######## design 1 ########
--- config.mk ---
export PLATFORM = sky130hd
export DESIGN_NAME = ca_array
export DESIGN_NICKNAME = d
export VERILOG_FILES = /design/src/rtl/ca_pkg.sv /design/src/rtl/ca_first_free.sv /design/src/rtl/ca_array.sv
export SDC_FILE = /design/constraint.sdc
export NUM_CORES = 1
export LEC_CHECK = 0
export ABC_AREA = 1
export CORE_MARGIN = 4
export CORE_UTILIZATION = 50
export DETAILED_ROUTE_END_ITERATION = 16
export GPL_ROUTABILITY_DRIVEN = 0
export PLACE_DENSITY = 0.7
export SLEW_MARGIN = 20
export SYNTH_ARGS = -nofsm -noshare
export SYNTH_HDL_FRONTEND = slang
export SYNTH_SLANG_ARGS = --single-unit
--- constraint.sdc ---
create_clock -name clk -period 10.9 [get_ports clk]
set_input_delay 3.27 -clock clk [delete_from_list [all_inputs] [get_ports clk]]
set_output_delay 3.27 -clock clk [all_outputs]
set_load 0.02 [all_outputs]
--- src/rtl/ca_pkg.sv ---
// Shared constants and entry types for the instruction-cache array.
package ca_pkg;

  localparam int unsigned CA_CACHE_ENTRIES = 8;
  localparam int unsigned PC_WIDTH         = 32;
  localparam int unsigned INSTR_WIDTH      = 32;
  localparam int unsigned STAT_WIDTH       = 16;

  typedef logic [PC_WIDTH-1:2] ca_tag_t;

  typedef struct packed {
    logic                   valid;
    ca_tag_t                tag;
    logic [INSTR_WIDTH-1:0] data;
  } ca_entry_t;

endpackage

--- src/rtl/ca_first_free.sv ---
// Priority encoder: lowest index whose valid bit is clear.
module ca_first_free #(
  parameter int unsigned N  = 8,
  parameter int unsigned IW = $clog2(N)
) (
  input  logic [N-1:0]  valid,
  output logic [IW-1:0] free_idx,
  output logic          any_free
);

  // Scan from the top so the lowest free index is the last one written.
  always_comb begin
    free_idx = '0;
    any_free = 1'b0;
    for (int i = N - 1; i >= 0; i--) begin
      if (!valid[i]) begin
        free_idx = IW'(i);
        any_free = 1'b1;
      end
    end
  end

endmodule

--- src/rtl/ca_array.sv ---
// Fully associative instruction-cache storage with combinational lookup,
// self-allocating fills and saturating hit/miss statistics.
module ca_array
  import ca_pkg::*;
#(
  parameter int unsigned CACHE_ENTRIES   = CA_CACHE_ENTRIES,
  parameter int unsigned CACHE_ADDR_LEFT = $clog2(CACHE_ENTRIES) - 1
) (
  input  logic                   clk,
  input  logic                   rst_,
  input  logic [PC_WIDTH-1:0]    pc,
  input  logic                   cache_read,
  input  logic                   cache_write_,
  input  logic [CACHE_ADDR_LEFT:0] cache_w_addr,
  input  logic                   new_valid,
  input  logic [INSTR_WIDTH-1:0] mem_instr,
  output logic                   cache_hit,
  output logic                   cache_full,
  output logic [INSTR_WIDTH-1:0] instr,
  output logic [STAT_WIDTH-1:0]  hit_count,
  output logic [STAT_WIDTH-1:0]  miss_count
);

  localparam int unsigned IW = CACHE_ADDR_LEFT + 1;

  ca_entry_t          entry_q [CACHE_ENTRIES];
  logic [CACHE_ENTRIES-1:0] valid_vec;
  ca_tag_t            pc_tag;
  logic               pc_lsb_unused;
  logic               match_any;
  logic [IW-1:0]      match_idx;
  logic [IW-1:0]      free_idx;
  logic               any_free;
  logic [IW-1:0]      fill_idx;

  assign pc_tag        = pc[PC_WIDTH-1:2];
  assign pc_lsb_unused = ^pc[1:0];

  always_comb begin
    valid_vec = '0;
    for (int i = 0; i < CACHE_ENTRIES; i++) valid_vec[i] = entry_q[i].valid;
  end

  // Tag match, lowest matching index wins (at most one by construction).
  always_comb begin
    match_any = 1'b0;
    match_idx = '0;
    for (int i = CACHE_ENTRIES - 1; i >= 0; i--) begin
      if (entry_q[i].valid && (entry_q[i].tag == pc_tag)) begin
        match_any = 1'b1;
        match_idx = IW'(i);
      end
    end
  end

  ca_first_free #(.N(CACHE_ENTRIES), .IW(IW)) u_first_free (
    .valid    (valid_vec),
    .free_idx (free_idx),
    .any_free (any_free)
  );

  assign cache_hit  = cache_read & cache_write_ & match_any;
  assign instr      = cache_hit ? entry_q[match_idx].data : '0;
  assign cache_full = &valid_vec;

  // Refill of an already-cached tag reuses its slot so tags stay unique.
  always_comb begin
    if (match_any)     fill_idx = match_idx;
    else if (any_free) fill_idx = free_idx;
    else               fill_idx = cache_w_addr;
  end

  always_ff @(posedge clk or negedge rst_) begin
    if (!rst_) begin
      for (int i = 0; i < CACHE_ENTRIES; i++) entry_q[i] <= '0;
      hit_count  <= '0;
      miss_count <= '0;
    end else begin
      if (!cache_write_) begin
        if (new_valid) begin
          entry_q[fill_idx].valid <= 1'b1;
          entry_q[fill_idx].tag   <= pc_tag;
          entry_q[fill_idx].data  <= mem_instr;
        end else begin
          entry_q[cache_w_addr].valid <= 1'b0;
        end
      end
      if (cache_read && cache_write_) begin
        if (cache_hit) begin
          if (hit_count != '1) hit_count <= hit_count + STAT_WIDTH'(1);
        end else begin
          if (miss_count != '1) miss_count <= miss_count + STAT_WIDTH'(1);
        end
      end
    end
  end

endmodule

######## design 2 ########
$ cat src/rtl/i2c_regbank_arbiter_pkg.sv
// Shared encodings for the I2C register-bank arbiter: FSM states, op owners
// and default widths.
package i2c_regbank_arbiter_pkg;

    localparam int ADDR_W_DEF = 8;
    localparam int DATA_W_DEF = 8;

    localparam logic [1:0] S_ARB  = 2'd0;
    localparam logic [1:0] S_EXEC = 2'd1;
    localparam logic [1:0] S_DONE = 2'd2;

    localparam logic [1:0] OWN_I2CW = 2'd0;
    localparam logic [1:0] OWN_I2CR = 2'd1;
    localparam logic [1:0] OWN_L0   = 2'd2;
    localparam logic [1:0] OWN_L1   = 2'd3;

endpackage

$ cat src/rtl/regbank_rr2.sv
// Two-way round-robin grant. The pointer names the preferred port and moves to
// the other port after every local grant.
module regbank_rr2 (
    input  logic       clk,
    input  logic       reset,
    input  logic [1:0] i_req,
    input  logic       i_advance,
    output logic [1:0] o_grant
);

    logic r_ptr;

    always_comb begin
        o_grant = i_req;
        if (i_req == 2'b11)
            o_grant = r_ptr ? 2'b10 : 2'b01;
    end

    always_ff @(posedge clk) begin
        if (reset)
            r_ptr <= 1'b0;
        else if (i_advance && (o_grant != 2'b00))
            r_ptr <= o_grant[0];
    end

endmodule

$ cat src/rtl/i2c_regbank_arbiter.sv
// Shares one single-port 256x8 register RAM between the I2C slave (buffered
// writes, prefetched reads) and two round-robin local req/ack ports.
module i2c_regbank_arbiter
    import i2c_regbank_arbiter_pkg::*;
#(
    parameter int ADDR_W = ADDR_W_DEF,
    parameter int DATA_W = DATA_W_DEF
) (
    input  logic              clk,
    input  logic              reset,
    input  logic [ADDR_W-1:0] i2c_addr,
    input  logic [DATA_W-1:0] i2c_din,
    input  logic              i2c_w,
    output logic [DATA_W-1:0] i2c_dout,
    input  logic              loc0_req,
    input  logic              loc0_we,
    input  logic [ADDR_W-1:0] loc0_addr,
    input  logic [DATA_W-1:0] loc0_wdata,
    output logic              loc0_ack,
    output logic [DATA_W-1:0] loc0_rdata,
    input  logic              loc1_req,
    input  logic              loc1_we,
    input  logic [ADDR_W-1:0] loc1_addr,
    input  logic [DATA_W-1:0] loc1_wdata,
    output logic              loc1_ack,
    output logic [DATA_W-1:0] loc1_rdata,
    output logic              ram_en,
    output logic              ram_we,
    output logic [ADDR_W-1:0] ram_addr,
    output logic [DATA_W-1:0] ram_wdata,
    input  logic [DATA_W-1:0] ram_rdata,
    output logic              err_ovf
);

    logic [1:0]        r_state;
    logic [1:0]        r_owner;
    logic              r_op_we;
    logic [ADDR_W-1:0] r_op_addr;
    logic [DATA_W-1:0] r_op_wdata;

    logic              r_i2c_w_d;
    logic              r_wpend;
    logic [ADDR_W-1:0] r_wbuf_addr;
    logic [DATA_W-1:0] r_wbuf_data;
    logic              r_err_ovf;

    logic [ADDR_W-1:0] r_faddr;
    logic              r_fvalid;
    logic [DATA_W-1:0] r_i2c_dout;
    logic [DATA_W-1:0] r_loc0_rdata;
    logic [DATA_W-1:0] r_loc1_rdata;

    logic       w_cap;
    logic       w_need_pf;
    logic       w_arb;
    logic       w_exec;
    logic       w_done;
    logic       w_take_w;
    logic       w_loc_ok;
    logic [1:0] w_gnt;

    assign w_cap     = i2c_w & ~r_i2c_w_d;
    assign w_need_pf = ~r_fvalid | (i2c_addr != r_faddr);
    assign w_arb     = (r_state == S_ARB);
    assign w_exec    = (r_state == S_EXEC);
    assign w_done    = (r_state == S_DONE);
    assign w_take_w  = w_arb & r_wpend;
    assign w_loc_ok  = w_arb & ~r_wpend & ~w_need_pf;

    regbank_rr2 u_rr (
        .clk       (clk),
        .reset     (reset),
        .i_req     ({loc1_req, loc0_req}),
        .i_advance (w_loc_ok),
        .o_grant   (w_gnt)
    );

    always_ff @(posedge clk) begin
        if (reset) begin
            r_state    <= S_ARB;
            r_owner    <= OWN_I2CW;
            r_op_we    <= 1'b0;
            r_op_addr  <= '0;
            r_op_wdata <= '0;
        end else begin
            case (r_state)
                S_ARB: begin
                    if (r_wpend) begin
                        r_owner    <= OWN_I2CW;
                        r_op_we    <= 1'b1;
                        r_op_addr  <= r_wbuf_addr;
                        r_op_wdata <= r_wbuf_data;
                        r_state    <= S_EXEC;
                    end else if (w_need_pf) begin
                        r_owner    <= OWN_I2CR;
                        r_op_we    <= 1'b0;
                        r_op_addr  <= i2c_addr;
                        r_op_wdata <= '0;
                        r_state    <= S_EXEC;
                    end else if (w_gnt[0]) begin
                        r_owner    <= OWN_L0;
                        r_op_we    <= loc0_we;
                        r_op_addr  <= loc0_addr;
                        r_op_wdata <= loc0_wdata;
                        r_state    <= S_EXEC;
                    end else if (w_gnt[1]) begin
                        r_owner    <= OWN_L1;
                        r_op_we    <= loc1_we;
                        r_op_addr  <= loc1_addr;
                        r_op_wdata <= loc1_wdata;
                        r_state    <= S_EXEC;
                    end
                end
                S_EXEC:  r_state <= S_DONE;
                default: r_state <= S_ARB;
            endcase
        end
    end

    // A capture coinciding with the buffer being drained is not a loss.
    always_ff @(posedge clk) begin
        if (reset) begin
            r_i2c_w_d   <= 1'b0;
            r_wpend     <= 1'b0;
            r_wbuf_addr <= '0;
            r_wbuf_data <= '0;
            r_err_ovf   <= 1'b0;
        end else begin
            r_i2c_w_d <= i2c_w;
            if (w_cap) begin
                r_wbuf_addr <= i2c_addr;
                r_wbuf_data <= i2c_din;
                r_wpend     <= 1'b1;
                if (r_wpend && !w_take_w)
                    r_err_ovf <= 1'b1;
            end else if (w_take_w) begin
                r_wpend <= 1'b0;
            end
        end
    end

    always_ff @(posedge clk) begin
        if (reset) begin
            r_faddr      <= '0;
            r_fvalid     <= 1'b0;
            r_i2c_dout   <= '0;
            r_loc0_rdata <= '0;
            r_loc1_rdata <= '0;
        end else if (w_done) begin
            if (r_op_we && (r_op_addr == r_faddr))
                r_fvalid <= 1'b0;
            case (r_owner)
                OWN_I2CR: begin
                    r_i2c_dout <= ram_rdata;
                    r_faddr    <= r_op_addr;
                    r_fvalid   <= 1'b1;
                end
                OWN_L0:  if (!r_op_we) r_loc0_rdata <= ram_rdata;
                OWN_L1:  if (!r_op_we) r_loc1_rdata <= ram_rdata;
                default: ;
            endcase
        end
    end

    assign ram_en    = w_exec;
    assign ram_we    = w_exec & r_op_we;
    assign ram_addr  = w_exec ? r_op_addr  : '0;
    assign ram_wdata = w_exec ? r_op_wdata : '0;

    assign loc0_ack = w_done & (r_owner == OWN_L0);
    assign loc1_ack = w_done & (r_owner == OWN_L1);

    // Read data bypasses the holding register so it is valid in the ack cycle.
    assign loc0_rdata = (loc0_ack & ~r_op_we) ? ram_rdata : r_loc0_rdata;
    assign loc1_rdata = (loc1_ack & ~r_op_we) ? ram_rdata : r_loc1_rdata;

    assign i2c_dout = r_i2c_dout;
    assign err_ovf  = r_err_ovf;

endmodule

$ cat config.mk
export PLATFORM = sky130hd
export DESIGN_NAME = i2c_regbank_arbiter
export DESIGN_NICKNAME = d
export VERILOG_FILES = /design/src/rtl/i2c_regbank_arbiter_pkg.sv /design/src/rtl/regbank_rr2.sv /design/src/rtl/i2c_regbank_arbiter.sv
export SDC_FILE = /design/constraint.sdc
export NUM_CORES = 1
export LEC_CHECK = 0
export CORE_UTILIZATION = 50
export DETAILED_ROUTE_END_ITERATION = 8
export GPL_TIMING_DRIVEN = 0
export HOLD_SLACK_MARGIN = 0.08
export PLACE_DENSITY = 0.95
export SLEW_MARGIN = 20
export SYNTH_ARGS = -nofsm -noshare
export SYNTH_HDL_FRONTEND = slang
export SYNTH_SLANG_ARGS = --single-unit
$ cat constraint.sdc
create_clock -name clk -period 5.6 [get_ports clk]
set_input_delay 1.12 -clock clk [delete_from_list [all_inputs] [get_ports clk]]
set_output_delay 1.12 -clock clk [all_outputs]
set_load 0.03 [all_outputs]
######## design 3 ########
`config.mk`:
```
export PLATFORM = sky130hd
export DESIGN_NAME = vga_sprite_engine
export DESIGN_NICKNAME = d
export VERILOG_FILES = /design/src/rtl/vga_sprite_engine.sv
export SDC_FILE = /design/constraint.sdc
export NUM_CORES = 1
export LEC_CHECK = 0
export ABC_CLOCK_PERIOD_IN_PS = 8600
export CAP_MARGIN = 10
export CORE_UTILIZATION = 58
export DETAILED_ROUTE_END_ITERATION = 16
export PLACE_DENSITY_LB_ADDON = 0.2
export SETUP_SLACK_MARGIN = 0.4
export SYNTH_ARGS = -nofsm -noshare
export SYNTH_HDL_FRONTEND = slang
export SYNTH_SLANG_ARGS = --single-unit
```
`constraint.sdc`:
```
create_clock -name clk_i -period 8.6 [get_ports clk_i]
set_input_delay 1.72 -clock clk_i [delete_from_list [all_inputs] [get_ports clk_i]]
set_output_delay 1.72 -clock clk_i [all_outputs]
set_load 0.05 [all_outputs]
```
`src/rtl/vga_sprite_engine.sv`:
```
// vga_sprite_engine: parametrised VGA timing with one monochrome sprite overlay.
// Sprite rows are fetched one line ahead from a synchronous ROM into a row buffer.
module vga_sprite_engine #(
  parameter int H_ACTIVE = 640,
  parameter int H_FP     = 16,
  parameter int H_SYNC   = 96,
  parameter int H_BP     = 48,
  parameter int V_ACTIVE = 480,
  parameter int V_FP     = 10,
  parameter int V_SYNC   = 2,
  parameter int V_BP     = 33,
  parameter bit HS_POL   = 1'b0,
  parameter bit VS_POL   = 1'b0,
  parameter int CLK_DIV  = 2,
  parameter int SPR_W    = 64,
  parameter int SPR_H    = 32,
  parameter int AW       = $clog2(SPR_H)
) (
  input  logic             clk_i,
  input  logic             rst_ni,
  input  logic [10:0]      spr_x_i,
  input  logic [10:0]      spr_y_i,
  input  logic             spr_en_i,
  input  logic [11:0]      fg_color_i,
  input  logic [11:0]      bg_color_i,
  input  logic [SPR_W-1:0] spr_data_i,
  output logic [AW-1:0]    spr_addr_o,
  output logic             hsync_o,
  output logic             vsync_o,
  output logic [3:0]       red_o,
  output logic [3:0]       green_o,
  output logic [3:0]       blue_o,
  output logic             de_o,
  output logic             frame_start_o
);
  localparam int H_T = H_ACTIVE + H_FP + H_SYNC + H_BP;
  localparam int V_T = V_ACTIVE + V_FP + V_SYNC + V_BP;
  localparam int DW  = CLK_DIV > 1 ? $clog2(CLK_DIV) : 1;
  localparam logic [DW-1:0]    DMAX = DW'(CLK_DIV - 1);
  localparam logic [11:0]      HA   = 12'(H_ACTIVE);
  localparam logic [11:0]      HCAP = 12'(H_ACTIVE + 2);
  localparam logic [11:0]      HT1  = 12'(H_T - 1);
  localparam logic [11:0]      HS0  = 12'(H_ACTIVE + H_FP);
  localparam logic [11:0]      HS1  = 12'(H_ACTIVE + H_FP + H_SYNC);
  localparam logic [11:0]      VA   = 12'(V_ACTIVE);
  localparam logic [11:0]      VT1  = 12'(V_T - 1);
  localparam logic [11:0]      VS0  = 12'(V_ACTIVE + V_FP);
  localparam logic [11:0]      VS1  = 12'(V_ACTIVE + V_FP + V_SYNC);
  localparam logic [11:0]      SW   = 12'(SPR_W);
  localparam logic [11:0]      SH   = 12'(SPR_H);
  localparam logic [SPR_W-1:0] MSB  = SPR_W'(1) << (SPR_W - 1);

  logic [DW-1:0]    div_q, div_d;
  logic [11:0]      h_q, h_d, v_q, v_d, rgb_q, rgb_d;
  logic [10:0]      xl_q, xl_d, yl_q, yl_d;
  logic             enl_q, enl_d, hit_q, hit_d, valid_q, valid_d;
  logic             hs_q, hs_d, vs_q, vs_d, de_q, de_d, fs_q, fs_d;
  logic [AW-1:0]    addr_q, addr_d;
  logic [SPR_W-1:0] buf_q, buf_d;

  logic        pix_ce, h_end, v_end, latch, pf, cap, vis, in_spr, spr_bit, hit;
  logic [11:0] nv, xl12, yl12, hx;

  always_comb begin
    pix_ce  = div_q == DMAX;
    h_end   = h_q == HT1;
    v_end   = v_q == VT1;
    div_d   = pix_ce ? '0 : div_q + 1'b1;
    h_d     = pix_ce ? (h_end ? 12'd0 : h_q + 12'd1) : h_q;
    v_d     = pix_ce && h_end ? (v_end ? 12'd0 : v_q + 12'd1) : v_q;
    // shadow registers only move at the end of the last line, so a frame never tears
    latch   = pix_ce && h_q == HA && v_end;
    xl_d    = latch ? spr_x_i : xl_q;
    yl_d    = latch ? spr_y_i : yl_q;
    enl_d   = latch ? spr_en_i : enl_q;
    nv      = v_end ? 12'd0 : v_q + 12'd1;
    yl12    = {1'b0, yl_d};
    hit     = enl_d && nv >= yl12 && nv < yl12 + SH;
    pf      = pix_ce && h_q == HA;
    hit_d   = pf ? hit : hit_q;
    addr_d  = pf && hit ? AW'(nv - yl12) : addr_q;
    cap     = pix_ce && h_q == HCAP;
    buf_d   = cap ? spr_data_i : buf_q;
    valid_d = cap ? hit_q : valid_q;
    xl12    = {1'b0, xl_q};
    hx      = h_q - xl12;
    in_spr  = valid_q && h_q >= xl12 && h_q < xl12 + SW;
    spr_bit = |(buf_q & (MSB >> hx));
    vis     = h_q < HA && v_q < VA;
    rgb_d   = pix_ce ? (vis ? (in_spr && spr_bit ? fg_color_i : bg_color_i) : 12'h0) : rgb_q;
    de_d    = pix_ce ? vis : de_q;
    hs_d    = pix_ce ? (h_q >= HS0 && h_q < HS1 ? HS_POL : ~HS_POL) : hs_q;
    vs_d    = pix_ce ? (v_q >= VS0 && v_q < VS1 ? VS_POL : ~VS_POL) : vs_q;
    fs_d    = pix_ce && h_q == 12'd0 && v_q == 12'd0;
  end

  always_ff @(posedge clk_i or negedge rst_ni)
    if (!rst_ni) begin
      div_q   <= '0;
      h_q     <= '0;
      v_q     <= '0;
      xl_q    <= '0;
      yl_q    <= '0;
      enl_q   <= 1'b0;
      hit_q   <= 1'b0;
      valid_q <= 1'b0;
      buf_q   <= '0;
      addr_q  <= '0;
      rgb_q   <= '0;
      de_q    <= 1'b0;
      hs_q    <= ~HS_POL;
      vs_q    <= ~VS_POL;
      fs_q    <= 1'b0;
    end else begin
      div_q   <= div_d;
      h_q     <= h_d;
      v_q     <= v_d;
      xl_q    <= xl_d;
      yl_q    <= yl_d;
      enl_q   <= enl_d;
      hit_q   <= hit_d;
      valid_q <= valid_d;
      buf_q   <= buf_d;
      addr_q  <= addr_d;
      rgb_q   <= rgb_d;
      de_q    <= de_d;
      hs_q    <= hs_d;
      vs_q    <= vs_d;
      fs_q    <= fs_d;
    end

  assign spr_addr_o    = addr_q;
  assign hsync_o       = hs_q;
  assign vsync_o       = vs_q;
  assign red_o         = rgb_q[11:8];
  assign green_o       = rgb_q[7:4];
  assign blue_o        = rgb_q[3:0];
  assign de_o          = de_q;
  assign frame_start_o = fs_q;
endmodule

```
design_2/gate_families.png
Scale bar: 20 um.
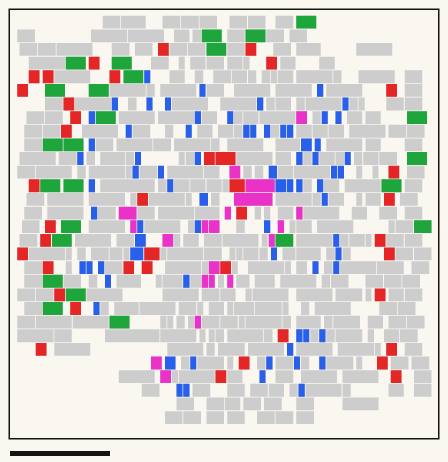
- red: AND and OR gates (cells 40; most used and2_1; where widely spread)
- magenta: NOR gates (cells 20; most used nor2_1; where center)
- blue: NAND gates (cells 72; most used nand2_1)
- green: multiplexers (cells 25; most used mux2_2)
logic share of the area: 36.5%
Top cell excl fill/tap: clkdlybuf4s50_1
Finished Layout Cells: 594

==> flow_metrics.py, design 2 <==
# Metrics from the implementation run
metrics = {
    "run_status": {
        "outcome": "completed",
    },
    "cts": {
        "cts_resized": 0,
        "root_buffer": "clkbuf_8",
        "cts_hold_buf": 0,
    },
    "final_layout": {
        "seq_area_share_pct": 30.4,
        "nFillCells": 501,
        "design_area_sq_um": 4870,
        "syn_to_final_growth_pct": 39.9,
    },
    "worst_setup_path": {
        "criticalPathCategory": "flop to primary output",
        "crit_arrival_ns": 2.72,
        "critPathBufInv": 2,
        "startpoint": "r_state[1]",
    },
    "die": {
        "tapCellCount": 80,
        "die_x_um": 85.4,
    },
    "logic_synthesis": {
        "ys_types": 43,
        "synthTopCellsByCount": "74 x dfxtp_1, 65 x nand2_1, 49 x a21oi_1, 34 x and2_1, 24 x clkbuf_1",
        "yosysTopAreaCell": "dfxtp_1",
    },
    "hold_path": {
        "worstHoldEndpoint": "r_wbuf_data[1]",
        "hold_path.class": "flop to flop",
    },
    "drt": {
        "drc": 0,
        "antenna_left": 0,
        "first_pass_iters": 5,
        "drt_iter0_drc": 188,
    },
    "final_timing": {
        "maxSlewViolCount": 0,
        "worstMarginPinSlew_ns": 0.790,
        "finalHoldWorstSlack_ns": 0.458,
    },
    "power_and_ir_drop": {
        "ir_drop_uv": 174,
    },
    "global_routing": {
        "grt_pass1_vias": 3382,
    },
    "placed_design": {
        "dp_slack_ns": 1.99,
        "place_inst": 578,
        "gp_congestion": 0.903,
        "io_buffers": 107,
    },
}
[design 2: where the power goes]
group	switching [mW]	internal, mW
logic	0.114	0.104
registers	0.0185	0.551
clock network	0.201	0.250
total	0.334	0.905
[design 2: metal layers]
| metal | wire length [um] | global-route usage (%) |
|---|---|---|
| met1 | 3800 | 30.3 |
| met2 | 4710 | 47.6 |
| met3 | 934 | 8.75 |
| met4 | 339 | 16.4 |
| met5 | 0 | 0 |
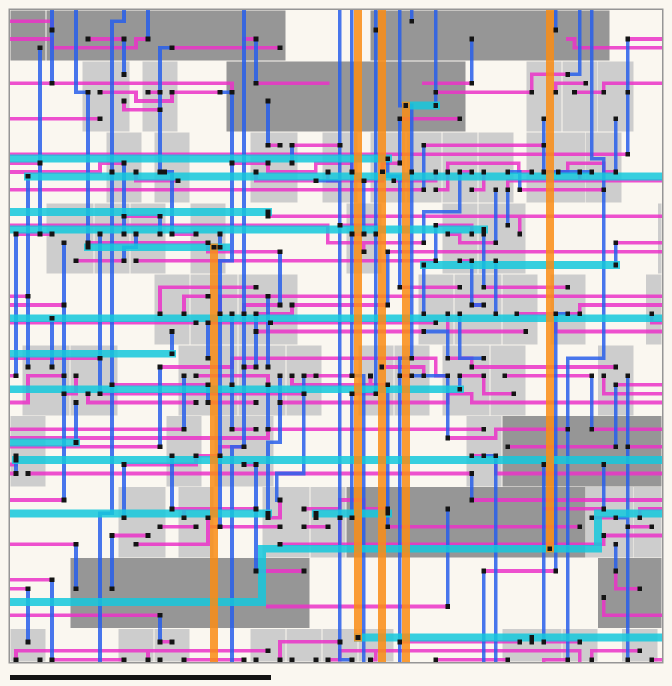
design_1/zoom.png
Scale bar: 10 um. Window x 115 to 140, y 64 to 89 um. Cells in gray, sequential cells in the stronger gray; small squares are vias.
- cyan: met3
- blue: met2
- orange: met4
- magenta: met1
- most frequent: nand2_1 (22), inv_1 (6), dfrtp_1 (6)
- cells with their middle in the window: 55
- netlist names of flops here include: `entry_q` (6)
- sequential cells in the window: 6

==> flow_metrics.py, design 1 <==
# Metrics from the implementation run
metrics = {
    "worst_setup_path": {
        "cp_slowest_cell": "clkdlybuf4s50_1",
        "critPathBufInv": 5,
        "critPathLaunchType": "primary input",
        "regToRegEndpoint": "entry_q[262]",
        "r2r_slack_ns": 5.87,
        "criticalPathCategory": "primary input to primary output",
        "path_max_fanout": 32,
        "end_kind": "primary output",
        "crit_arrival_ns": 7.44,
    },
    "global_routing": {
        "grt_use_met3_pct": 8.45,
        "track_usage_pct": 30.2,
        "grt_max_degree": 172,
        "grt_overflow": 0,
        "grt.met2_usage_pct": 44.7,
    },
    "drt": {
        "first_pass_iters": 6,
        "detail_route.wl_per_cell_um": 19.0,
        "antenna_left": 0,
        "wl_mm": 98.8,
        "wl_met1_mm": 43.1,
        "drc": 0,
        "wl_met2_mm": 42.3,
    },
    "final_layout": {
        "sh_comb_area_pct": 40.9,
        "syn_to_final_growth_pct": 13.5,
        "logic_area_sq_um": 14200,
        "seq_area_share_pct": 38.8,
        "logic_gate_count": 3103,
        "design_area_sq_um": 34600,
        "inverters_excl_clock": 443,
    },
    "logic_synthesis": {
        "postSynthSeqShare_pct": 44.0,
        "ys_cells": 4352,
        "top_cell_area_share_pct": 44.0,
        "ys_area_sq_um": 30500,
        "simple_gate_share_pct": 40.3,
        "ys_warn_count": 0,
        "mux_area_share_pct": 0.0369,
    },
    "power_and_ir_drop": {
        "ir_drop_uv": 294,
        "seq-power_mw": 3.20,
        "top_power_group": "sequential cells",
        "comb_power_mw": 2.73,
    },
    "hold_path": {
        "hold_path.class": "flop to flop",
    },
    "die": {
        "ios": 138,
    },
    "final_timing": {
        "fin_tns_setup_ns": 0,
        "maxSlewViolCount": 0,
        "worstMarginPinSlew_ns": 1.08,
        "hold_violations": 0,
    },
    "placed_design": {
        "dpl_cell_area_sq_um": 32500,
        "dp_hpwl_mm": 63.6,
    },
    "cts": {
        "cts_resized": 0,
        "cts_tree": "done",
        "htreeDepth": 2,
    },
    "run_status": {
        "outcome": "completed",
    },
}
-- design 1: tightest hold or removal path, delay by kind of cell, from the launching register on --
family | cells | cell delay, ns
and+or+nand+nor | 2 | 0.10
DFF | 1 | 0.33
-- design 1: worst max-delay path by stage --
| stage | start | end | slack (ns) |
|---|---|---|---|
| floorplan | pc[26] | instr[22] | 2.13 |
| global placement | pc[6] | instr[10] | 0.33 |
| detailed placement | pc[24] | instr[10] | 0.29 |
| CTS | pc[24] | instr[10] | 0.28 |
| global route | pc[10] | instr[0] | 0.01 |
| finish | pc[2] | instr[10] | 0.19 |
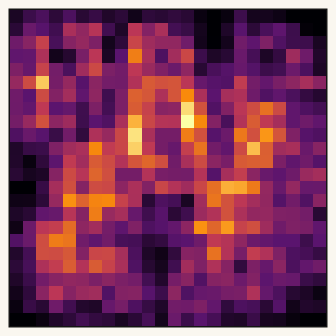
design_3/wire_density.png
24 x 24 tiles, from black (low) to pale yellow (high), scaled to the fullest tile. Values are wire area over tile area, all layers added.
- emptiest ninth of the die: upper right
- mean over tiles: 0.21
- fullest tile: 0.66
GR Util All Layers: 28.3%
routed via count: 6186
WL/cell: 17.5 um
total wire length: 18.6 mm

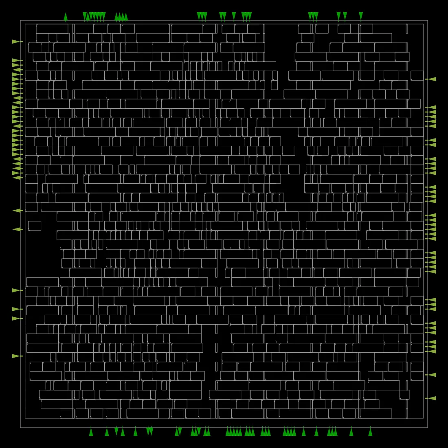
design_3/final_placement.png
Final Util: 74.5%
flip-flops: 135

==> flow_metrics.py, design 3 <==
# Metrics from the implementation run
metrics = {
    "run_status": {
        "outcome": "completed",
    },
    "logic_synthesis": {
        "synthTopCellsByCount": "133 x dfrtp_1, 71 x mux2_2, 70 x nand2_1, 42 x ha_1, 39 x inv_1",
        "yosys.cell_count.top_type": "dfrtp_1",
        "syn_area_sq_um": 7810,
        "postSynthSeqShare_pct": 43.3,
        "simple_gate_share_pct": 13.9,
    },
    "cts": {
        "cts_hold_buf": 0,
        "clock_latency_ns": 0.43,
        "numCtsBuffers": 17,
        "post_cts_buffers": 0,
    },
    "global_routing": {
        "met1_usage_pct": 34.7,
        "grt_use_met3_pct": 5.77,
        "grt.met2_usage_pct": 47.9,
        "grt_max_degree": 80,
        "grt_pass1_wl_mm": 31.2,
        "grt_overflow": 0,
    },
    "final_timing": {
        "maxSlewViolCount": 0,
        "relSlewSlack_pct": 33.1,
        "setup_viol": 0,
        "period_used_pct": 60.6,
        "fin_tns_setup_ns": 0,
        "rsz0062_at_grt": "no",
    },
    "final_layout": {
        "fin_cells": 1062,
        "area_share_nonclk_buffers_pct": 14.1,
        "nNetsFinal": 1031,
        "design_area_sq_um": 9820,
        "lay_top_count": "dfrtp_1",
        "seq_area_share_pct": 34.4,
    },
    "drt": {
        "drc": 0,
        "routed.top_layer": "met4",
        "drt-vias-per-instance": 5.82,
        "first_pass_iters": 5,
    },
    "placed_design": {
        "place_inst": 1031,
    },
    "hold_path": {
        "min_from": "de_o",
        "hold_path.class": "flop to flop",
    },
    "die": {
        "die_x_um": 118,
        "die_h_um": 118,
    },
    "worst_setup_path": {
        "end_kind": "flop",
    },
    "power_and_ir_drop": {
        "powerDensity_nw_per_um2": 156,
        "power_leakage_nw": 4.47,
        "ir_drop_uv": 127,
        "netSwitchingFraction_pct": 20.8,
    },
    "flow_run": {
        "max_cap_violations": 0,
    },
}
-- design 3: worst max-delay path, cell delays in order (launching register included) --
cell,delay [ns]
dfrtp_1,0.61
nand4b_1,0.21
nor2_1,0.19
nand4_1,0.28
nor3_4,0.72
buf_4,0.37
mux2_2,0.38
ha_1,0.22
fa_1,0.40
nor2b_1,0.13
o21ai_1,0.10
a31oi_1,0.21
o21a_1,0.13
o21ai_1,0.06
a21oi_1,0.13
o21ai_1,0.08
a211oi_2,0.48
mux2_1,0.39

######## design 4 ########
design_4/wire_density.png
14 x 14 tiles, from black (low) to pale yellow (high), scaled to the fullest tile. Values are wire area over tile area, all layers added.
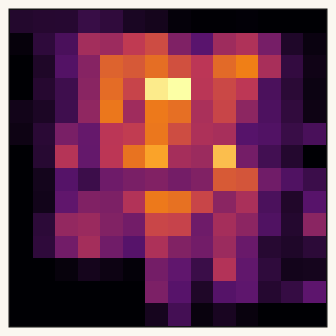

**src/rtl/eth_reg_arbiter.sv**
```systemverilog
// Register-bus arbiter: init master until init_done, then irq > tx/rx round-robin ownership.
// One-cycle request-to-grant; owner holds until release (deferred while reg_busy) or timeout, then a fixed idle gap.
module eth_reg_arbiter #(
  parameter int unsigned TIMEOUT_CYCLES = 40000,
  parameter int unsigned GAP_CYCLES     = 2
) (
  input  logic       clk40m,
  input  logic       RSTN,
  input  logic       init_done,
  input  logic       tx_req,
  input  logic       rx_req,
  input  logic       irq_req,
  input  logic       tx_rel,
  input  logic       rx_rel,
  input  logic       irq_rel,
  input  logic       reg_busy,
  input  logic       err_clr,
  output logic [2:0] grant,
  output logic [1:0] reg_master,
  output logic       timeout_err,
  output logic [1:0] arb_state
);

  typedef enum logic [1:0] {
    ST_INIT  = 2'b00,
    ST_IDLE  = 2'b01,
    ST_GRANT = 2'b10,
    ST_GAP   = 2'b11
  } state_t;

  localparam logic [1:0]  SEL_INIT  = 2'b00;
  localparam logic [1:0]  SEL_TX    = 2'b01;
  localparam logic [1:0]  SEL_RX    = 2'b10;
  localparam logic [1:0]  SEL_IRQ   = 2'b11;
  localparam logic [15:0] HOLD_LAST = 16'(TIMEOUT_CYCLES - 1);
  localparam logic [3:0]  GAP_LAST  = 4'(GAP_CYCLES - 1);

  state_t      state_q, state_d;
  logic [1:0]  owner_q, owner_d;
  logic [15:0] hold_q, hold_d;
  logic [3:0]  gap_q, gap_d;
  logic        pend_q, pend_d;
  logic        last_rx_q, last_rx_d;
  logic        own_rel;
  logic        set_err;
  logic [2:0]  grant_d;
  logic [1:0]  master_d;

  // owner_q reuses the reg_master encoding, so 11 means the irq master
  always_comb begin
    own_rel = ((owner_q == SEL_TX)  && tx_rel) ||
              ((owner_q == SEL_RX)  && rx_rel) ||
              ((owner_q == SEL_IRQ) && irq_rel);
  end

  always_comb begin
    state_d   = state_q;
    owner_d   = owner_q;
    hold_d    = hold_q;
    gap_d     = gap_q;
    pend_d    = pend_q;
    last_rx_d = last_rx_q;
    set_err   = 1'b0;

    if (state_q != ST_INIT && !init_done) begin
      state_d = ST_INIT;
      hold_d  = '0;
      gap_d   = '0;
      pend_d  = 1'b0;
    end else begin
      case (state_q)
        ST_INIT: begin
          if (init_done) state_d = ST_IDLE;
        end
        ST_IDLE: begin
          if (!reg_busy && (irq_req || tx_req || rx_req)) begin
            state_d = ST_GRANT;
            hold_d  = '0;
            pend_d  = 1'b0;
            if (irq_req) begin
              owner_d = SEL_IRQ;
            end else if (tx_req && (!rx_req || last_rx_q)) begin
              owner_d   = SEL_TX;
              last_rx_d = 1'b0;
            end else begin
              owner_d   = SEL_RX;
              last_rx_d = 1'b1;
            end
          end
        end
        ST_GRANT: begin
          if ((own_rel || pend_q) && !reg_busy) begin
            state_d = ST_GAP;
            gap_d   = '0;
            pend_d  = 1'b0;
          end else if (hold_q == HOLD_LAST) begin
            // a stuck owner is evicted even with a transaction in flight
            state_d = ST_GAP;
            gap_d   = '0;
            pend_d  = 1'b0;
            set_err = 1'b1;
          end else begin
            hold_d = hold_q + 16'd1;
            if (own_rel) pend_d = 1'b1;
          end
        end
        default: begin
          if (gap_q == GAP_LAST) begin
            state_d = ST_IDLE;
            gap_d   = '0;
          end else begin
            gap_d = gap_q + 4'd1;
          end
        end
      endcase
    end
  end

  always_comb begin
    grant_d  = 3'b000;
    master_d = SEL_IRQ;
    case (state_d)
      ST_INIT:  master_d = SEL_INIT;
      ST_GRANT: begin
        master_d = owner_d;
        case (owner_d)
          SEL_TX:  grant_d = 3'b001;
          SEL_RX:  grant_d = 3'b010;
          default: grant_d = 3'b100;
        endcase
      end
      default:  master_d = SEL_IRQ;
    endcase
  end

  always_ff @(posedge clk40m or negedge RSTN) begin
    if (!RSTN) begin
      state_q     <= ST_INIT;
      owner_q     <= SEL_INIT;
      hold_q      <= '0;
      gap_q       <= '0;
      pend_q      <= 1'b0;
      last_rx_q   <= 1'b1;
      grant       <= 3'b000;
      reg_master  <= SEL_INIT;
      arb_state   <= ST_INIT;
      timeout_err <= 1'b0;
    end else begin
      state_q    <= state_d;
      owner_q    <= owner_d;
      hold_q     <= hold_d;
      gap_q      <= gap_d;
      pend_q     <= pend_d;
      last_rx_q  <= last_rx_d;
      grant      <= grant_d;
      reg_master <= master_d;
      arb_state  <= state_d;
      if (set_err)      timeout_err <= 1'b1;
      else if (err_clr) timeout_err <= 1'b0;
    end
  end

endmodule

```
**config.mk**
```make
export PLATFORM = sky130hd
export DESIGN_NAME = eth_reg_arbiter
export DESIGN_NICKNAME = d
export VERILOG_FILES = /design/src/rtl/eth_reg_arbiter.sv
export SDC_FILE = /design/constraint.sdc
export NUM_CORES = 1
export LEC_CHECK = 0
export CAP_MARGIN = 20
export CORE_UTILIZATION = 40
export DETAILED_ROUTE_END_ITERATION = 10
export GPL_TIMING_DRIVEN = 0
export PLACE_DENSITY = 0.6
export SETUP_SLACK_MARGIN = 0.2
export SYNTH_ARGS = -nofsm -noshare
export SYNTH_HDL_FRONTEND = slang
export SYNTH_SLANG_ARGS = --single-unit
```
**constraint.sdc**
```tcl
create_clock -name clk40m -period 5.6 [get_ports clk40m]
set_input_delay 1.12 -clock clk40m [delete_from_list [all_inputs] [get_ports clk40m]]
set_output_delay 1.12 -clock clk40m [all_outputs]
set_load 0.02 [all_outputs]
```
######## design 5 ########
<file path="config.mk">
export PLATFORM = sky130hd
export DESIGN_NAME = alu_arbiter
export DESIGN_NICKNAME = d
export VERILOG_FILES = /design/src/rtl/alu_pkg.sv /design/src/rtl/alu_core.sv /design/src/rtl/alu_arbiter.sv
export SDC_FILE = /design/constraint.sdc
export NUM_CORES = 1
export LEC_CHECK = 0
export ABC_AREA = 1
export CAP_MARGIN = 30
export CORE_UTILIZATION = 55
export CTS_CLUSTER_DIAMETER = 40
export DETAILED_ROUTE_END_ITERATION = 8
export GPL_TIMING_DRIVEN = 0
export PLACE_DENSITY_LB_ADDON = 0.2
export SYNTH_ARGS = -nofsm -noshare
export SYNTH_HDL_FRONTEND = slang
export SYNTH_SLANG_ARGS = --single-unit
</file>
<file path="constraint.sdc">
create_clock -name clk -period 4.8 [get_ports clk]
set_input_delay 0.48 -clock clk [delete_from_list [all_inputs] [get_ports clk]]
set_output_delay 0.48 -clock clk [all_outputs]
set_load 0.01 [all_outputs]
</file>
<file path="src/rtl/alu_pkg.sv">
// Shared opcode constants and FSM state encoding for the arbitrated ALU.
package alu_pkg;

  localparam logic [2:0] OP_AND = 3'b000;
  localparam logic [2:0] OP_OR  = 3'b001;
  localparam logic [2:0] OP_XOR = 3'b010;
  localparam logic [2:0] OP_ADD = 3'b011;
  localparam logic [2:0] OP_SUB = 3'b100;
  localparam logic [2:0] OP_NOR = 3'b101;
  localparam logic [2:0] OP_SRL = 3'b110;
  localparam logic [2:0] OP_SLL = 3'b111;

  typedef enum logic [1:0] {
    ST_IDLE = 2'd0,
    ST_EXEC = 2'd1,
    ST_RESP = 2'd2
  } state_t;

endpackage

</file>
<file path="src/rtl/alu_core.sv">
// Combinational ALU: logic ops, modulo add/sub with carry/borrow, zero-fill shifts.
module alu_core
  import alu_pkg::*;
#(
  parameter int WIDTH = 8
) (
  input  logic [WIDTH-1:0] A,
  input  logic [WIDTH-1:0] B,
  input  logic [2:0]       op,
  output logic [WIDTH-1:0] Z,
  output logic             C
);

  localparam int SHW = $clog2(WIDTH);

  logic [SHW-1:0] shamt;
  logic [WIDTH:0] sum;
  logic [WIDTH:0] diff;

  assign shamt = B[SHW-1:0];
  assign sum   = {1'b0, A} + {1'b0, B};
  // The extra top bit of the difference is set exactly when A < B.
  assign diff  = {1'b0, A} - {1'b0, B};

  always_comb begin
    Z = '0;
    C = 1'b0;
    case (op)
      OP_AND: Z = A & B;
      OP_OR:  Z = A | B;
      OP_XOR: Z = A ^ B;
      OP_ADD: begin
        Z = sum[WIDTH-1:0];
        C = sum[WIDTH];
      end
      OP_SUB: begin
        Z = diff[WIDTH-1:0];
        C = diff[WIDTH];
      end
      OP_NOR: Z = ~(A | B);
      OP_SRL: Z = A >> shamt;
      OP_SLL: Z = A << shamt;
      default: begin
        Z = '0;
        C = 1'b0;
      end
    endcase
  end

endmodule

</file>
<file path="src/rtl/alu_arbiter.sv">
// Two-requester round-robin front end to a shared ALU; one operation in flight,
// IDLE -> EXEC -> RESP sequencing with a held response until rsp_ready.
module alu_arbiter
  import alu_pkg::*;
#(
  parameter int WIDTH = 8
) (
  input  logic               clk,
  input  logic               rst_n,
  input  logic [1:0]         req_valid,
  output logic [1:0]         req_ready,
  input  logic [2*WIDTH-1:0] req_A,
  input  logic [2*WIDTH-1:0] req_B,
  input  logic [5:0]         req_op,
  output logic               rsp_valid,
  input  logic               rsp_ready,
  output logic               rsp_id,
  output logic [WIDTH-1:0]   rsp_Z,
  output logic               rsp_C,
  output logic               rsp_zero
);

  state_t state, state_nxt;
  logic       last_grant;
  logic [1:0] grant;
  logic       accept;
  logic       sel;

  logic [WIDTH-1:0] a_p0, b_p0;
  logic [2:0]       op_p0;
  logic             id_p0;

  logic [WIDTH-1:0] alu_z;
  logic             alu_c;

  // On a tie the requester that did not win last time is granted.
  always_comb begin
    grant = 2'b00;
    case (req_valid)
      2'b01:   grant = 2'b01;
      2'b10:   grant = 2'b10;
      2'b11:   grant = last_grant ? 2'b01 : 2'b10;
      default: grant = 2'b00;
    endcase
  end

  assign req_ready = (state == ST_IDLE && rst_n) ? grant : 2'b00;
  assign accept    = |req_ready;
  assign sel       = req_ready[1];
  assign rsp_valid = (state == ST_RESP);

  always_comb begin
    state_nxt = state;
    case (state)
      ST_IDLE: if (accept)    state_nxt = ST_EXEC;
      ST_EXEC:                state_nxt = ST_RESP;
      ST_RESP: if (rsp_ready) state_nxt = ST_IDLE;
      default:                state_nxt = ST_IDLE;
    endcase
  end

  always_ff @(posedge clk or negedge rst_n) begin
    if (!rst_n) begin
      state      <= ST_IDLE;
      last_grant <= 1'b1;
    end else begin
      state <= state_nxt;
      if (accept) last_grant <= sel;
    end
  end

  // Stage p0: capture the granted requester's operation.
  always_ff @(posedge clk) begin
    if (accept) begin
      a_p0  <= sel ? req_A[2*WIDTH-1:WIDTH] : req_A[WIDTH-1:0];
      b_p0  <= sel ? req_B[2*WIDTH-1:WIDTH] : req_B[WIDTH-1:0];
      op_p0 <= sel ? req_op[5:3] : req_op[2:0];
      id_p0 <= sel;
    end
  end

  alu_core #(
    .WIDTH(WIDTH)
  ) u_alu_core (
    .A  (a_p0),
    .B  (b_p0),
    .op (op_p0),
    .Z  (alu_z),
    .C  (alu_c)
  );

  // Stage p1: register the ALU result; held through RESP until handshake.
  always_ff @(posedge clk or negedge rst_n) begin
    if (!rst_n) begin
      rsp_Z    <= '0;
      rsp_C    <= 1'b0;
      rsp_zero <= 1'b0;
      rsp_id   <= 1'b0;
    end else if (state == ST_EXEC) begin
      rsp_Z    <= alu_z;
      rsp_C    <= alu_c;
      rsp_zero <= (alu_z == '0);
      rsp_id   <= id_p0;
    end
  end

endmodule
</file>
design_4/zoom.png
Scale bar: 10 um. Window x 22 to 47, y 8 to 33 um. Cells in gray, sequential cells in the stronger gray; small squares are vias.
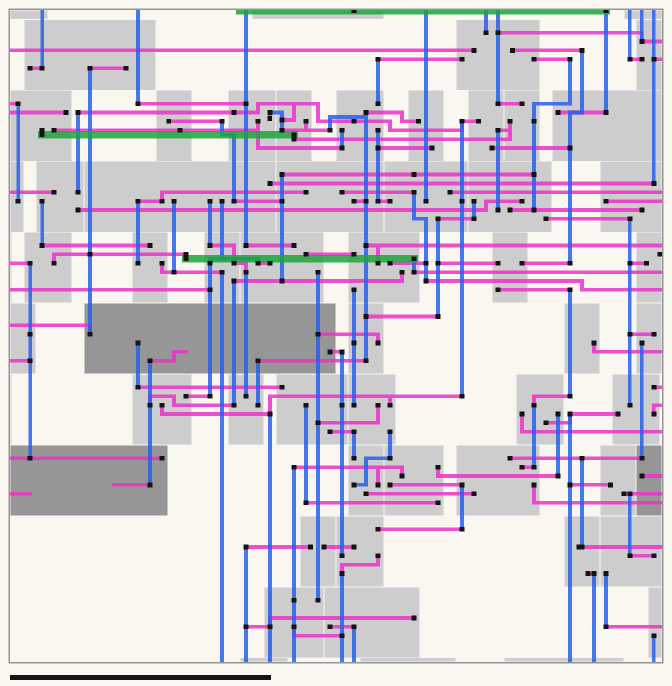
- green: met3
- blue: met2
- magenta: met1
- most frequent: inv_1 (7), o21ai_0 (7), nor2_1 (6)
- sequential cells in the window: 2
- netlist names of flops here include: `gap_q` (1), `last_rx_q` (1)
- cells with their middle in the window: 46

## Picture notes: design_4/wire_density.png
- fullest tile: 0.50
- emptiest ninth of the die: lower left
- nearly empty tiles: 18%
- densest ninth of the die: center
total wire length: 3.95 mm
routed via count: 1577
WL/cell: 14.3 um
GR Util All Layers: 18.6%

==> flow_metrics.py, design 4 <==
# Metrics from the implementation run
metrics = {
    "final_timing": {
        "hold_violations": 0,
        "relSlewSlack_pct": 45.5,
        "fin_tns_setup_ns": 0,
        "setup_viol": 0,
        "fin_crit_ns": 3.08,
    },
    "drt": {
        "antenna_left": 0,
        "drt-vias-per-instance": 5.71,
        "first_pass_iters": 5,
    },
    "die": {
        "ios": 19,
        "core_area_sq_um": 4350,
    },
    "final_layout": {
        "fin_cells": 276,
        "reg_top3": "hold_q (16), gap_q (4), grant (3)",
    },
    "logic_synthesis": {
        "top_cell_area_share_pct": 43.1,
        "synth-xor-area-share_pct": 0,
        "syn_area_sq_um": 1800,
    },
    "worst_setup_path": {
        "critical_path.endpoint": "reg_master[0]",
        "path_max_fanout": 10,
        "max_stage_delay_ns": 0.60,
        "criticalPathCategory": "primary input to flop",
        "end_kind": "flop",
        "crit_arrival_ns": 3.20,
    },
    "power_and_ir_drop": {
        "p_clk_mw": 0.167,
        "pwr-share-clk_pct": 28.2,
    },
    "placed_design": {
        "io_buffers": 17,
    },
    "run_status": {
        "outcome": "completed",
    },
    "cts": {
        "clock_latency_ns": 0.28,
        "cts_resized": 0,
    },
    "hold_path": {
        "hold_path.class": "flop to flop",
    },
}
==> design 4: layout make-up <==
class	count	area (sq um)	share of cell area [%]
clock inverters	1	5.00	0.237
plain buffers	3	15.0	0.712
flip-flops and latches	32	802	38.0
inverters	13	48.8	2.31
multi-input cells	152	935	44.3
clock buffers	6	72.6	3.44
repair buffers	17	165	7.83
well taps	52	65.1	3.09
==> design 4: routing by layer <==
layer,GRT usage [%],wire length [um],vias to the layer above
met5,0,0,-
met4,6.12,52,0
met3,5.12,204,5
met2,25.8,1650,38
met1,27.7,2030,735
li1,-,-,799
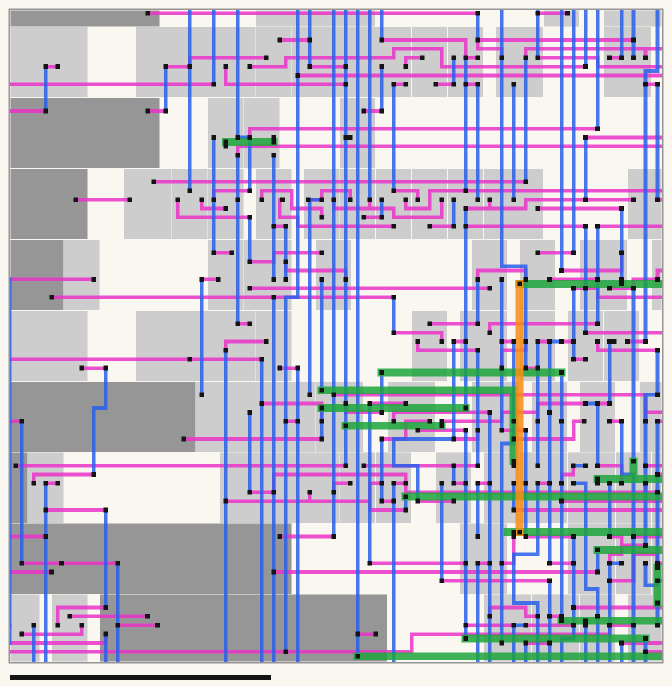
design_5/zoom.png
Scale bar: 10 um. Window x 26 to 51, y 11 to 36 um. Cells in gray, sequential cells in the stronger gray; small squares are vias.
- green: met3
- orange: met4
- blue: met2
- magenta: met1
- cells with their middle in the window: 66
- netlist names of flops here include: `a_p0` (2), `b_p0` (2)
- sequential cells in the window: 4
- most frequent: nand2_1 (25), nand3_1 (13), inv_1 (8)

==> flow_metrics.py, design 5 <==
# Metrics from the implementation run
metrics = {
    "final_layout": {
        "sh_comb_area_pct": 48.6,
        "nFillCells": 472,
        "final-clk-cell-share_pct": 2.35,
        "post-route-util_pct": 70.4,
    },
    "die": {
        "die_h_um": 77.5,
        "die_x_um": 77.5,
        "dieArea_sq_um": 6010,
        "tapCellCount": 72,
        "rows": 27,
    },
    "final_timing": {
        "fmax_mhz": 300,
        "fin_crit_ns": 3.33,
    },
    "cts": {
        "clock_latency_ns": 0.28,
        "clk_pin_slew_ns": 0.07,
    },
    "drt": {
        "routed.top_layer": "met4",
    },
    "worst_setup_path": {
        "required_ns": 4.32,
        "crit_arrival_ns": 2.85,
    },
    "logic_synthesis": {
        "ys_warn_count": 0,
        "syn_area_sq_um": 3140,
    },
    "hold_path": {
        "worstHoldEndpoint": "rsp_C",
    },
    "run_status": {
        "outcome": "completed",
    },
    "power_and_ir_drop": {
        "top_power_group": "combinational cells",
        "p_int_mw": 0.907,
    },
}
design 5: cells in the mapped netlist:
library cell,count
clkbuf_1,5
o211ai_1,3
nor3_1,1
a21o_1,1
or2_1,1
nand3b_1,2
dfstp_2,1
ha_1,25
nand2_1,189
nor2_1,31
inv_2,5
buf_4,1
a211oi_1,1
dfrtp_1,13
inv_1,60
nand4_1,9
nand3_2,2
o21ai_0,14
nor2_2,3
edfxtp_1,20
or2_2,3
a21oi_1,7
nand3_1,83
buf_2,6
fa_1,2
o21bai_1,1

==> notes/layouts.md <==
Pictures saved along the way, in no particular order.

Placed standard cells.
shot_01.png
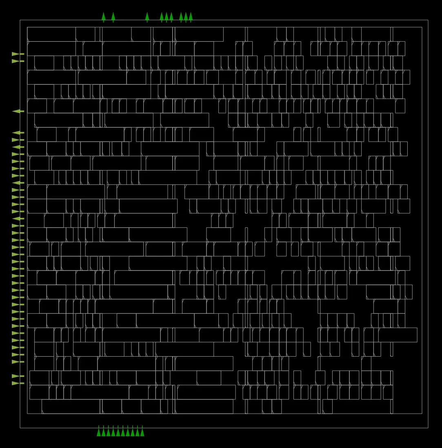
shot_02.png
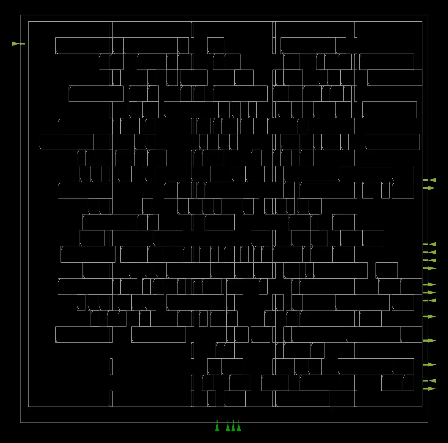
Of these, most cells: shot_01.png
Of these, highest utilization: shot_01.png
design 4 -> shot_02.png
design 5 -> shot_01.png



==> notes/layouts.md <==
Pictures saved along the way, in no particular order.

Selected gate families.
Plate I
Scale bar: 20 um.
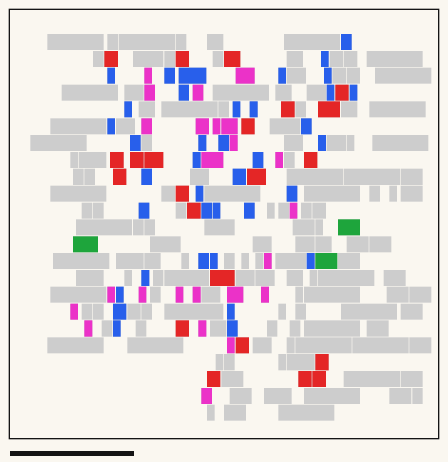
Plate II
Scale bar: 20 um.
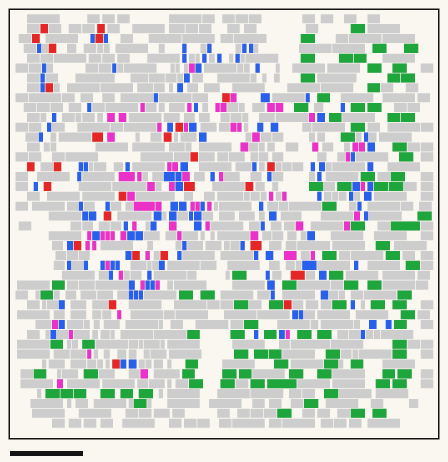
Plate III
Scale bar: 100 um.
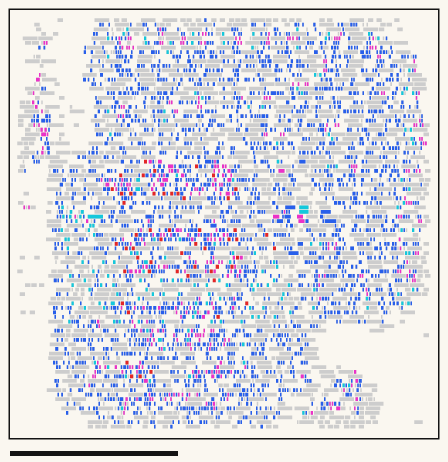
Plate IV
Scale bar: 20 um.
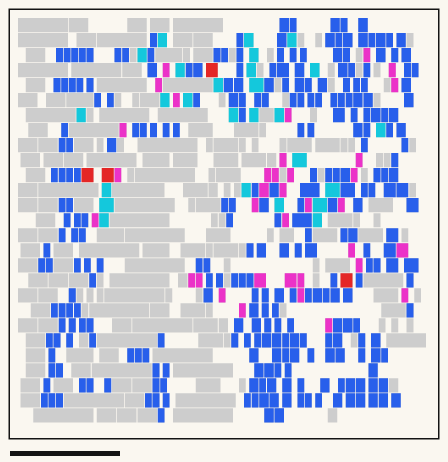
Of these, largest die: Plate III
Design 1 is Plate III.
Design 3 is Plate II.
Design 4 is Plate I.
Design 5 is Plate IV.

Power figures rest on the tool's default switching activity, not on a simulated workload.
